# block 1

block_1/layer_met2.png
Drawn at 6 px/um.
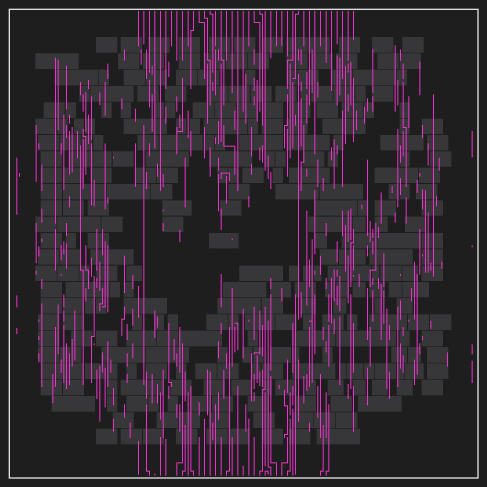
[config.mk]
export PLATFORM = sky130hd
export DESIGN_NAME = vc_out_arbiter
export DESIGN_NICKNAME = d
export VERILOG_FILES = /design/src/rtl/vc_out_arbiter.sv
export SDC_FILE = /design/constraint.sdc
export NUM_CORES = 1
export LEC_CHECK = 0
export CAP_MARGIN = 30
export CORE_MARGIN = 4
export CORE_UTILIZATION = 37
export CTS_CLUSTER_SIZE = 40
export DETAILED_ROUTE_END_ITERATION = 7
export PLACE_DENSITY = 0.88
export RECOVER_POWER = 100
export SLEW_MARGIN = 20
export SYNTH_ARGS = -nofsm -noshare
export SYNTH_HDL_FRONTEND = slang
export SYNTH_SLANG_ARGS = --single-unit
export TNS_END_PERCENT = 100
[constraint.sdc]
create_clock -name clk -period 3.3 [get_ports clk]
set_input_delay 0.66 -clock clk [delete_from_list [all_inputs] [get_ports clk]]
set_output_delay 0.66 -clock clk [all_outputs]
set_load 0.01 [all_outputs]
[src/rtl/vc_out_arbiter.sv]
// Wormhole round-robin arbiter sharing one registered output flit channel among
// N_VIRT_CHN virtual-channel buffers; a HEAD locks the channel until its TAIL.

module vc_out_arbiter_lane #(
  parameter int IDX = 0,
  parameter int PW  = 1
) (
  input  logic          vld,
  input  logic [PW-1:0] rr_ptr,
  output logic          req_hi
);
  // Requests at or above the round-robin pointer win over wrapped-around ones.
  assign req_hi = vld && (IDX >= int'(rr_ptr));
endmodule

module vc_out_arbiter #(
  parameter int N_VIRT_CHN = 2,
  parameter int FLIT_WIDTH = 34
) (
  input  logic                             clk,
  input  logic                             arst,
  input  logic [N_VIRT_CHN*FLIT_WIDTH-1:0] fin_data_i,
  input  logic [N_VIRT_CHN-1:0]            fin_valid_i,
  output logic [N_VIRT_CHN-1:0]            fin_ready_o,
  output logic [FLIT_WIDTH-1:0]            flit_data_o,
  output logic                             valid_o,
  input  logic                             ready_i,
  output logic [$clog2(N_VIRT_CHN)-1:0]    vc_id_o,
  output logic                             err_o
);
  localparam int PW = $clog2(N_VIRT_CHN);

  localparam logic [0:0] IDLE   = 1'b0;
  localparam logic [0:0] LOCKED = 1'b1;

  localparam logic [1:0] F_HEAD = 2'b00;
  localparam logic [1:0] F_BODY = 2'b01;
  localparam logic [1:0] F_TAIL = 2'b10;
  localparam logic [1:0] F_HT   = 2'b11;

  logic [0:0]            state;
  logic [PW-1:0]         rr_ptr, lock_vc, gnt, gnt_inc;
  logic                  gnt_vld, out_free, acc;
  logic [N_VIRT_CHN-1:0] req_hi;
  logic [FLIT_WIDTH-1:0] flit;
  logic [1:0]            ftype;

  genvar gi;
  generate
    for (gi = 0; gi < N_VIRT_CHN; gi++) begin : g_lane
      vc_out_arbiter_lane #(.IDX(gi), .PW(PW)) u_lane (
        .vld    (fin_valid_i[gi]),
        .rr_ptr (rr_ptr),
        .req_hi (req_hi[gi])
      );
    end
  endgenerate

  // In IDLE the pick is combinational; a lock grants its VC even when not valid.
  always_comb begin
    gnt     = '0;
    gnt_vld = 1'b0;
    if (state == LOCKED) begin
      gnt     = lock_vc;
      gnt_vld = 1'b1;
    end else begin
      for (int i = 0; i < N_VIRT_CHN; i++)
        if (!gnt_vld && req_hi[i]) begin
          gnt     = PW'(i);
          gnt_vld = 1'b1;
        end
      for (int i = 0; i < N_VIRT_CHN; i++)
        if (!gnt_vld && fin_valid_i[i]) begin
          gnt     = PW'(i);
          gnt_vld = 1'b1;
        end
    end
  end

  assign out_free = !valid_o || ready_i;

  always_comb begin
    fin_ready_o = '0;
    for (int i = 0; i < N_VIRT_CHN; i++)
      fin_ready_o[i] = gnt_vld && out_free && !arst && (gnt == PW'(i));
  end

  always_comb begin
    flit = '0;
    for (int i = 0; i < N_VIRT_CHN; i++)
      if (gnt == PW'(i)) flit = fin_data_i[i*FLIT_WIDTH +: FLIT_WIDTH];
  end

  assign acc     = |(fin_ready_o & fin_valid_i);
  assign ftype   = flit[FLIT_WIDTH-1:FLIT_WIDTH-2];
  assign gnt_inc = (gnt == PW'(N_VIRT_CHN-1)) ? '0 : gnt + PW'(1);

  always_ff @(posedge clk) begin
    if (arst) begin
      state       <= IDLE;
      rr_ptr      <= '0;
      lock_vc     <= '0;
      valid_o     <= 1'b0;
      flit_data_o <= '0;
      vc_id_o     <= '0;
      err_o       <= 1'b0;
    end else begin
      err_o <= 1'b0;
      if (out_free) valid_o <= acc;
      if (acc) begin
        flit_data_o <= flit;
        vc_id_o     <= gnt;
        if (state == IDLE) begin
          case (ftype)
            F_HEAD: begin
              state   <= LOCKED;
              lock_vc <= gnt;
            end
            F_HT:    rr_ptr <= gnt_inc;
            default: begin
              rr_ptr <= gnt_inc;
              err_o  <= 1'b1;
            end
          endcase
        end else begin
          case (ftype)
            F_BODY: ;
            F_TAIL: begin
              state  <= IDLE;
              rr_ptr <= gnt_inc;
            end
            F_HEAD: err_o <= 1'b1;
            default: begin
              state  <= IDLE;
              rr_ptr <= gnt_inc;
              err_o  <= 1'b1;
            end
          endcase
        end
      end
    end
  end
endmodule

==> ci_impl_report.md <==
### Yosys + OpenROAD results

| Metric | Value |
|---|---|
| Combinational gate area | `931 sq um` |
| Top power group | `registers` |
| Cell-internal power | `877 uW` |
| Flip-flop and latch count after synthesis | `40` |
| Clock Sinks | `40` |
| Reg2reg setup slack | `780 ps` |
| Most common library cell in the layout ignoring fill and taps | `clkdlybuf4s50_1` |
| Most common reg cell | `dfxtp_1` |
| Placed Instance Area | `0.00300 sq mm` |
| Filler-free cell count of the finished design | `367` |
| Ratio of total power to cell area | `395 mW/mm^2` |
| Total of cells resized after clock tree synthesis | `0` |
| Outcome | `completed` |
| Share of total power in sequential cells | `0.456` |
| Combinational-cell power consumption | `353 uW` |
| Overall chip area | `0.00607 sq mm` |
| Flip-flop and latch power | `551 uW` |
| Delay-heaviest family, CP | `buffers and inverters` |
| Number of warnings issued by yosys | `0` |
| Data required time at the worst endpoint | `2640 ps` |
| Setup TNS | `0 ps` |
| Setup-failing EPs final | `0` |
| Standard cell core area | `0.00472 sq mm` |
| Simple Share, Synth | `0.0582` |
| Critical register-to-register path endpoint | `state` |
| Drt wl/cell | `13.7 um` |
| Number of buffers inserted by post-CTS setup repair | `0` |
| CP bufs+invs | `2` |
| Reported max-cap violation count | `0` |
| RePlAce Congestion | `0.852` |
| Syn Std Cell Area | `0.00181 sq mm` |
| GRT Total Usage | `0.161` |
| Hold Buf Count CTS | `0` |
| Post-synthesis cell type with the largest instance count | `dfxtp_1` |
| Period Utilization, post-route | `0.940` |
| Worst Reg-to-Reg Cells | `8` |
| Inverter tally of the final layout excluding the clock network | `1` |
| GR Layer Usage met1 | `0.161` |
| Largest stage delay on the critical path | `530 ps` |
| Crit start category | `input port` |
| Cell count after synthesis | `192` |
| R2r startpoint | `state` |
| Depth of the worst hold-timing path | `1` |
| Arrival time at the worst endpoint | `2440 ps` |
| Clock slew seen by the registers of the worst setup and hold paths | `70 ps` |
| Count of antenna-violating nets left after detailed routing | `0` |
| Multi-input gate share of the layout cell area | `0.304` |
| Area share of the leading cell type in the synthesized netlist | `0.443` |
| Parity-gate share of the synthesized area counting xor and xnor cells | `0.00485` |
| Share of total power in the clock network | `0.252` |
| Sequential cell area fraction in the yosys report | `0.443` |
| Htree depth | `2` |
| Final global-route overflow total | `0` |
| Die y size | `77.9 um` |
| Vias per cell | `4.88` |
| Synth cell count leaders | `40 x dfxtp_1, 35 x a21oi_1, 35 x mux2i_1, 35 x o21ai_0, 12 x clkbuf_1` |
| VDD IR max | `0.000235 V` |
| Critical Path Stages | `5` |
| Count of unresolved DRC violations after routing | `0` |
| Minimum hold slack | `511 ps` |
| Number of flip-flops and latches | `40` |
| Switching part of the total power | `0.274` |
About block_1/layer_met2.png:
The longest straight run is 43.2 um. The layer carries 2630 um of wire.


# block 2

block_2/io_placement.png
Drawn at 4 px/um. Pins as bars across the die edge, other pins in gray.
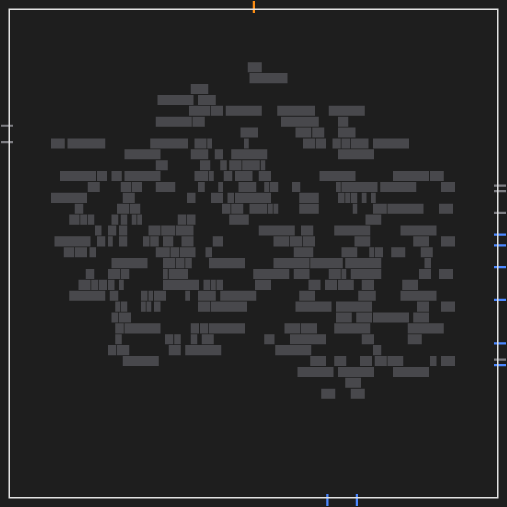
block_2/congestion.png
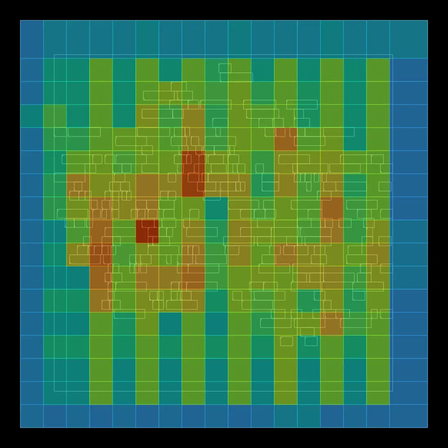
block_2/metal_density.png
Drawn at 3 px/um. The die is cut into 24 by 24 equal tiles; dark blue is low, red is high, scaled to the fullest tile. Values are wire area over tile area, all layers added.
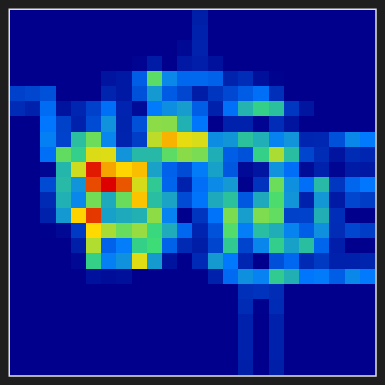
--- config.mk ---
export PLATFORM = sky130hd
export DESIGN_NAME = ps2_keycode_receiver
export DESIGN_NICKNAME = d
export VERILOG_FILES = /design/src/rtl/ps2_pkg.sv /design/src/rtl/ps2_frame_rx.sv /design/src/rtl/ps2_keycode_receiver.sv
export SDC_FILE = /design/constraint.sdc
export NUM_CORES = 1
export LEC_CHECK = 0
export CAP_MARGIN = 15
export CORE_MARGIN = 10
export CORE_UTILIZATION = 25
export DETAILED_ROUTE_END_ITERATION = 16
export MAX_ROUTING_LAYER = met4
export PLACE_DENSITY = 0.46
export SLEW_MARGIN = 20
export SYNTH_ARGS = -nofsm -noshare
export SYNTH_HDL_FRONTEND = slang
export SYNTH_HIERARCHICAL = 1
export SYNTH_SLANG_ARGS = --single-unit
--- constraint.sdc ---
create_clock -name Clock -period 3.95 [get_ports Clock]
set_input_delay 0.395 -clock Clock [delete_from_list [all_inputs] [get_ports Clock]]
set_output_delay 0.395 -clock Clock [all_outputs]
set_load 0.05 [all_outputs]
--- src/rtl/ps2_pkg.sv ---
// Shared types and constants for the PS/2 keycode receiver.
package ps2_pkg;

  typedef enum logic [1:0] {
    ST_IDLE,
    ST_SHIFT,
    ST_PARITY,
    ST_STOP
  } frame_state_e;

  localparam logic [7:0] BREAK_CODE = 8'hF0;
  localparam logic [7:0] EXT_CODE   = 8'hE0;

  localparam int unsigned DEF_FILTER_LEN     = 8;
  localparam int unsigned DEF_TIMEOUT_CYCLES = 20000;

endpackage

--- src/rtl/ps2_frame_rx.sv ---
// PS/2 frame receiver: synchronizers, clock glitch filter, frame FSM and inter-edge timeout.
module ps2_frame_rx
  import ps2_pkg::*;
#(
  parameter int unsigned FILTER_LEN     = DEF_FILTER_LEN,
  parameter int unsigned TIMEOUT_CYCLES = DEF_TIMEOUT_CYCLES
) (
  input  logic       clk,
  input  logic       rst_n,
  input  logic       ps2_clk_i,
  input  logic       ps2_data_i,
  output logic [7:0] data_o,
  output logic       valid_o,
  output logic       error_o
);

  localparam int unsigned FW = (FILTER_LEN > 1) ? $clog2(FILTER_LEN) : 1;
  localparam int unsigned TW = $clog2(TIMEOUT_CYCLES + 1);

  logic [1:0]    clk_sync_q, clk_sync_d;
  logic [1:0]    data_sync_q, data_sync_d;
  logic          filt_q, filt_d;
  logic [FW-1:0] filt_cnt_q, filt_cnt_d;
  frame_state_e  state_q, state_d;
  logic [2:0]    bit_cnt_q, bit_cnt_d;
  logic [7:0]    shift_q, shift_d;
  logic          parity_q, parity_d;
  logic [TW-1:0] timer_q, timer_d;

  logic fall;
  logic bit_in;
  logic timeout;

  always_comb begin
    clk_sync_d  = {clk_sync_q[0], ps2_clk_i};
    data_sync_d = {data_sync_q[0], ps2_data_i};

    // Filtered level flips only after FILTER_LEN consecutive differing samples.
    filt_d     = filt_q;
    filt_cnt_d = '0;
    if (clk_sync_q[1] != filt_q) begin
      if (filt_cnt_q == FW'(FILTER_LEN - 1)) begin
        filt_d = clk_sync_q[1];
      end else begin
        filt_cnt_d = filt_cnt_q + 1'b1;
      end
    end

    fall   = filt_q & ~filt_d;
    bit_in = data_sync_q[1];

    state_d   = state_q;
    bit_cnt_d = bit_cnt_q;
    shift_d   = shift_q;
    parity_d  = parity_q;
    timer_d   = timer_q;
    valid_o   = 1'b0;
    error_o   = 1'b0;

    timeout = (state_q != ST_IDLE) && !fall && (timer_q == TW'(TIMEOUT_CYCLES - 1));

    if (state_q != ST_IDLE) begin
      timer_d = fall ? '0 : timer_q + 1'b1;
    end

    if (timeout) begin
      state_d   = ST_IDLE;
      bit_cnt_d = '0;
      timer_d   = '0;
      error_o   = 1'b1;
    end else begin
      unique case (state_q)
        ST_IDLE: begin
          timer_d = '0;
          if (fall) begin
            if (!bit_in) begin
              state_d   = ST_SHIFT;
              bit_cnt_d = '0;
            end else begin
              error_o = 1'b1;
            end
          end
        end
        ST_SHIFT: begin
          if (fall) begin
            shift_d = {bit_in, shift_q[7:1]};
            if (bit_cnt_q == 3'd7) begin
              state_d = ST_PARITY;
            end else begin
              bit_cnt_d = bit_cnt_q + 1'b1;
            end
          end
        end
        ST_PARITY: begin
          if (fall) begin
            parity_d = bit_in;
            state_d  = ST_STOP;
          end
        end
        ST_STOP: begin
          if (fall) begin
            state_d   = ST_IDLE;
            bit_cnt_d = '0;
            if (bit_in && (^{shift_q, parity_q})) begin
              valid_o = 1'b1;
            end else begin
              error_o = 1'b1;
            end
          end
        end
        default: state_d = ST_IDLE;
      endcase
    end
  end

  // Pulses are strobes in the edge cycle; the top registers them with the decoded outputs.
  assign data_o = shift_q;

  always_ff @(posedge clk or negedge rst_n) begin
    if (!rst_n) begin
      clk_sync_q  <= '1;
      data_sync_q <= '1;
      filt_q      <= 1'b1;
      filt_cnt_q  <= '0;
      state_q     <= ST_IDLE;
      bit_cnt_q   <= '0;
      shift_q     <= '0;
      parity_q    <= 1'b0;
      timer_q     <= '0;
    end else begin
      clk_sync_q  <= clk_sync_d;
      data_sync_q <= data_sync_d;
      filt_q      <= filt_d;
      filt_cnt_q  <= filt_cnt_d;
      state_q     <= state_d;
      bit_cnt_q   <= bit_cnt_d;
      shift_q     <= shift_d;
      parity_q    <= parity_d;
      timer_q     <= timer_d;
    end
  end

endmodule

--- src/rtl/ps2_keycode_receiver.sv ---
// PS/2 keyboard receiver: frame reception plus make/break/extended decode for the synth KeyCode/Enable inputs.
module ps2_keycode_receiver
  import ps2_pkg::*;
#(
  parameter int unsigned FILTER_LEN     = DEF_FILTER_LEN,
  parameter int unsigned TIMEOUT_CYCLES = DEF_TIMEOUT_CYCLES
) (
  input  logic       Clock,
  input  logic       btnCpuReset,
  input  logic       PS2Clk,
  input  logic       PS2Data,
  output logic [7:0] KeyCode,
  output logic       Enable,
  output logic       FrameValid,
  output logic       FrameError
);

  logic [7:0] rx_data;
  logic       rx_valid;
  logic       rx_error;

  logic [7:0] key_q, key_d;
  logic       en_q, en_d;
  logic       brk_q, brk_d;
  logic       ext_q, ext_d;
  logic       valid_q, error_q;

  ps2_frame_rx #(
    .FILTER_LEN    (FILTER_LEN),
    .TIMEOUT_CYCLES(TIMEOUT_CYCLES)
  ) u_frame_rx (
    .clk       (Clock),
    .rst_n     (btnCpuReset),
    .ps2_clk_i (PS2Clk),
    .ps2_data_i(PS2Data),
    .data_o    (rx_data),
    .valid_o   (rx_valid),
    .error_o   (rx_error)
  );

  always_comb begin
    key_d = key_q;
    en_d  = en_q;
    brk_d = brk_q;
    ext_d = ext_q;
    if (rx_valid) begin
      if (rx_data == BREAK_CODE) begin
        brk_d = 1'b1;
      end else if (rx_data == EXT_CODE) begin
        ext_d = 1'b1;
      end else if (ext_q) begin
        ext_d = 1'b0;
        brk_d = 1'b0;
      end else if (brk_q) begin
        if (rx_data == key_q) begin
          en_d = 1'b0;
        end
        brk_d = 1'b0;
      end else begin
        key_d = rx_data;
        en_d  = 1'b1;
      end
    end
  end

  always_ff @(posedge Clock or negedge btnCpuReset) begin
    if (!btnCpuReset) begin
      key_q   <= '0;
      en_q    <= 1'b0;
      brk_q   <= 1'b0;
      ext_q   <= 1'b0;
      valid_q <= 1'b0;
      error_q <= 1'b0;
    end else begin
      key_q   <= key_d;
      en_q    <= en_d;
      brk_q   <= brk_d;
      ext_q   <= ext_d;
      valid_q <= rx_valid;
      error_q <= rx_error;
    end
  end

  assign KeyCode    = key_q;
  assign Enable     = en_q;
  assign FrameValid = valid_q;
  assign FrameError = error_q;

endmodule

==> ci_impl_report.md <==
### Yosys + OpenROAD results

| Metric | Value |
|---|---|
| Top class by area | `logic gates` |
| FFs w/ async S/R, synth | `1.00` |
| Syn Std Cell Area | `0.00259 sq mm` |
| Clock group | `324 uW` |
| Arrival time at the worst endpoint | `2790 ps` |
| Fin worst setup slack | `1370 ps` |
| Placement row count | `37` |
| Area share of the leading cell type in the synthesized netlist | `0.435` |
| Cell chain of the critical path | `inv_1, ha_1, nand4b_1, nor4_2, or3_1, nor2_1, a22o_1` |
| Multi-input comb cells | `163` |
| Final HPWL DP | `3720 um` |
| Net count after synthesis | `239` |
| Number of flip-flops in the largest register | `15` |
| Wire length reported by the detailed router | `5210 um` |
| Critical register-to-register path endpoint | `u_frame_rx/timer_q[2]` |
| Cell-internal power | `851 uW` |
| Setup TNS | `0 ps` |
| Top area cells in the synthesized netlist | `dfrtp_1 43%, dfstp_2 5.1%, ha_1 4.8%` |
| Most common logic cells in the final layout | `45 x dfrtp_1, 13 x clkdlybuf4s50_1, 12 x nor2_1, 12 x xor2_1, 12 x o21ai_1` |
| Biggest combinational cell group after synthesis | `simple AND/OR/NAND/NOR gates` |
| Tool warning count | `30` |
| Iteration-0 DRC count of the detailed router | `102` |
| Final hold viol count | `0` |
| Top power group | `registers` |
| Outcome | `completed` |
| Clock Sinks | `50` |
| Flip-flop and latch area | `0.00126 sq mm` |
| Syn Area/Cell | `11.5 sq um` |
| Sequential cell area share | `0.422` |
| RSZ-0062 raised after global routing | `no` |
| Worst hold path type | `in2async` |
## Picture notes: block_2/io_placement.png
Key: blue = KeyCode [pins 8, direction output, edge 6 east, 2 south]; orange = PS2Clk [pins 1, direction input, edge north]
All pins by edge: 10 east, 2 west, 2 south, 1 north.

## Picture notes: block_2/congestion.png
drt wl/cell: 13.7 um
GR Layer Usage met1: 0.0973
most heavily used metal layer in global routing: met2
global-route met2 utilization: 0.118
met3 track demand over resource in global routing: 0.0176

## Picture notes: block_2/metal_density.png
The densest ninth of the die: center. 52% of the tiles are nearly empty. The mean over all tiles is 0.054. 7.5% of the tiles are over half the peak. The emptiest ninth of the die: south-west.



==> screenshots <==
Signal wires on met3.
(a)
Drawn at 6 px/um.
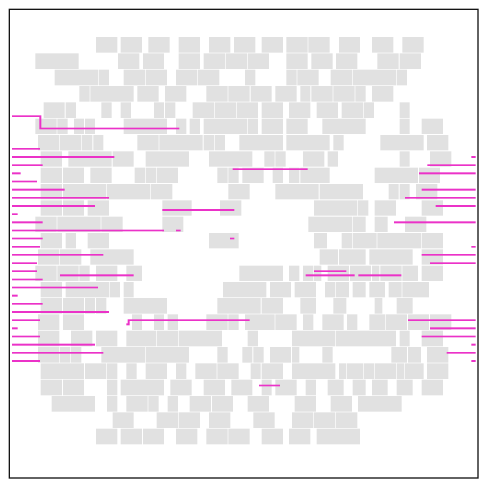
(b)
Drawn at 4 px/um.
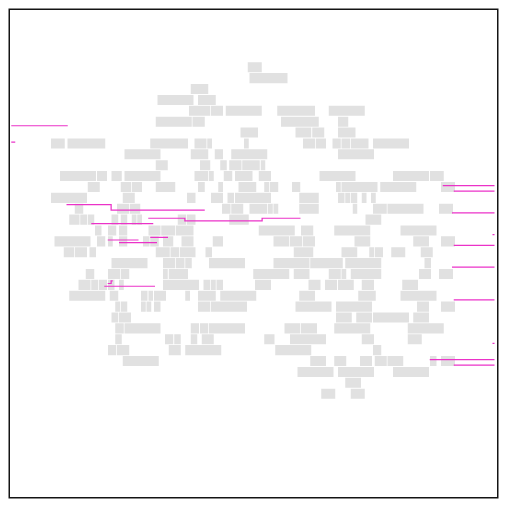
- largest die: (b)
Block 1 is (a).
Block 2 is (b).

Power figures rest on the tool's default switching activity, not on a simulated workload.
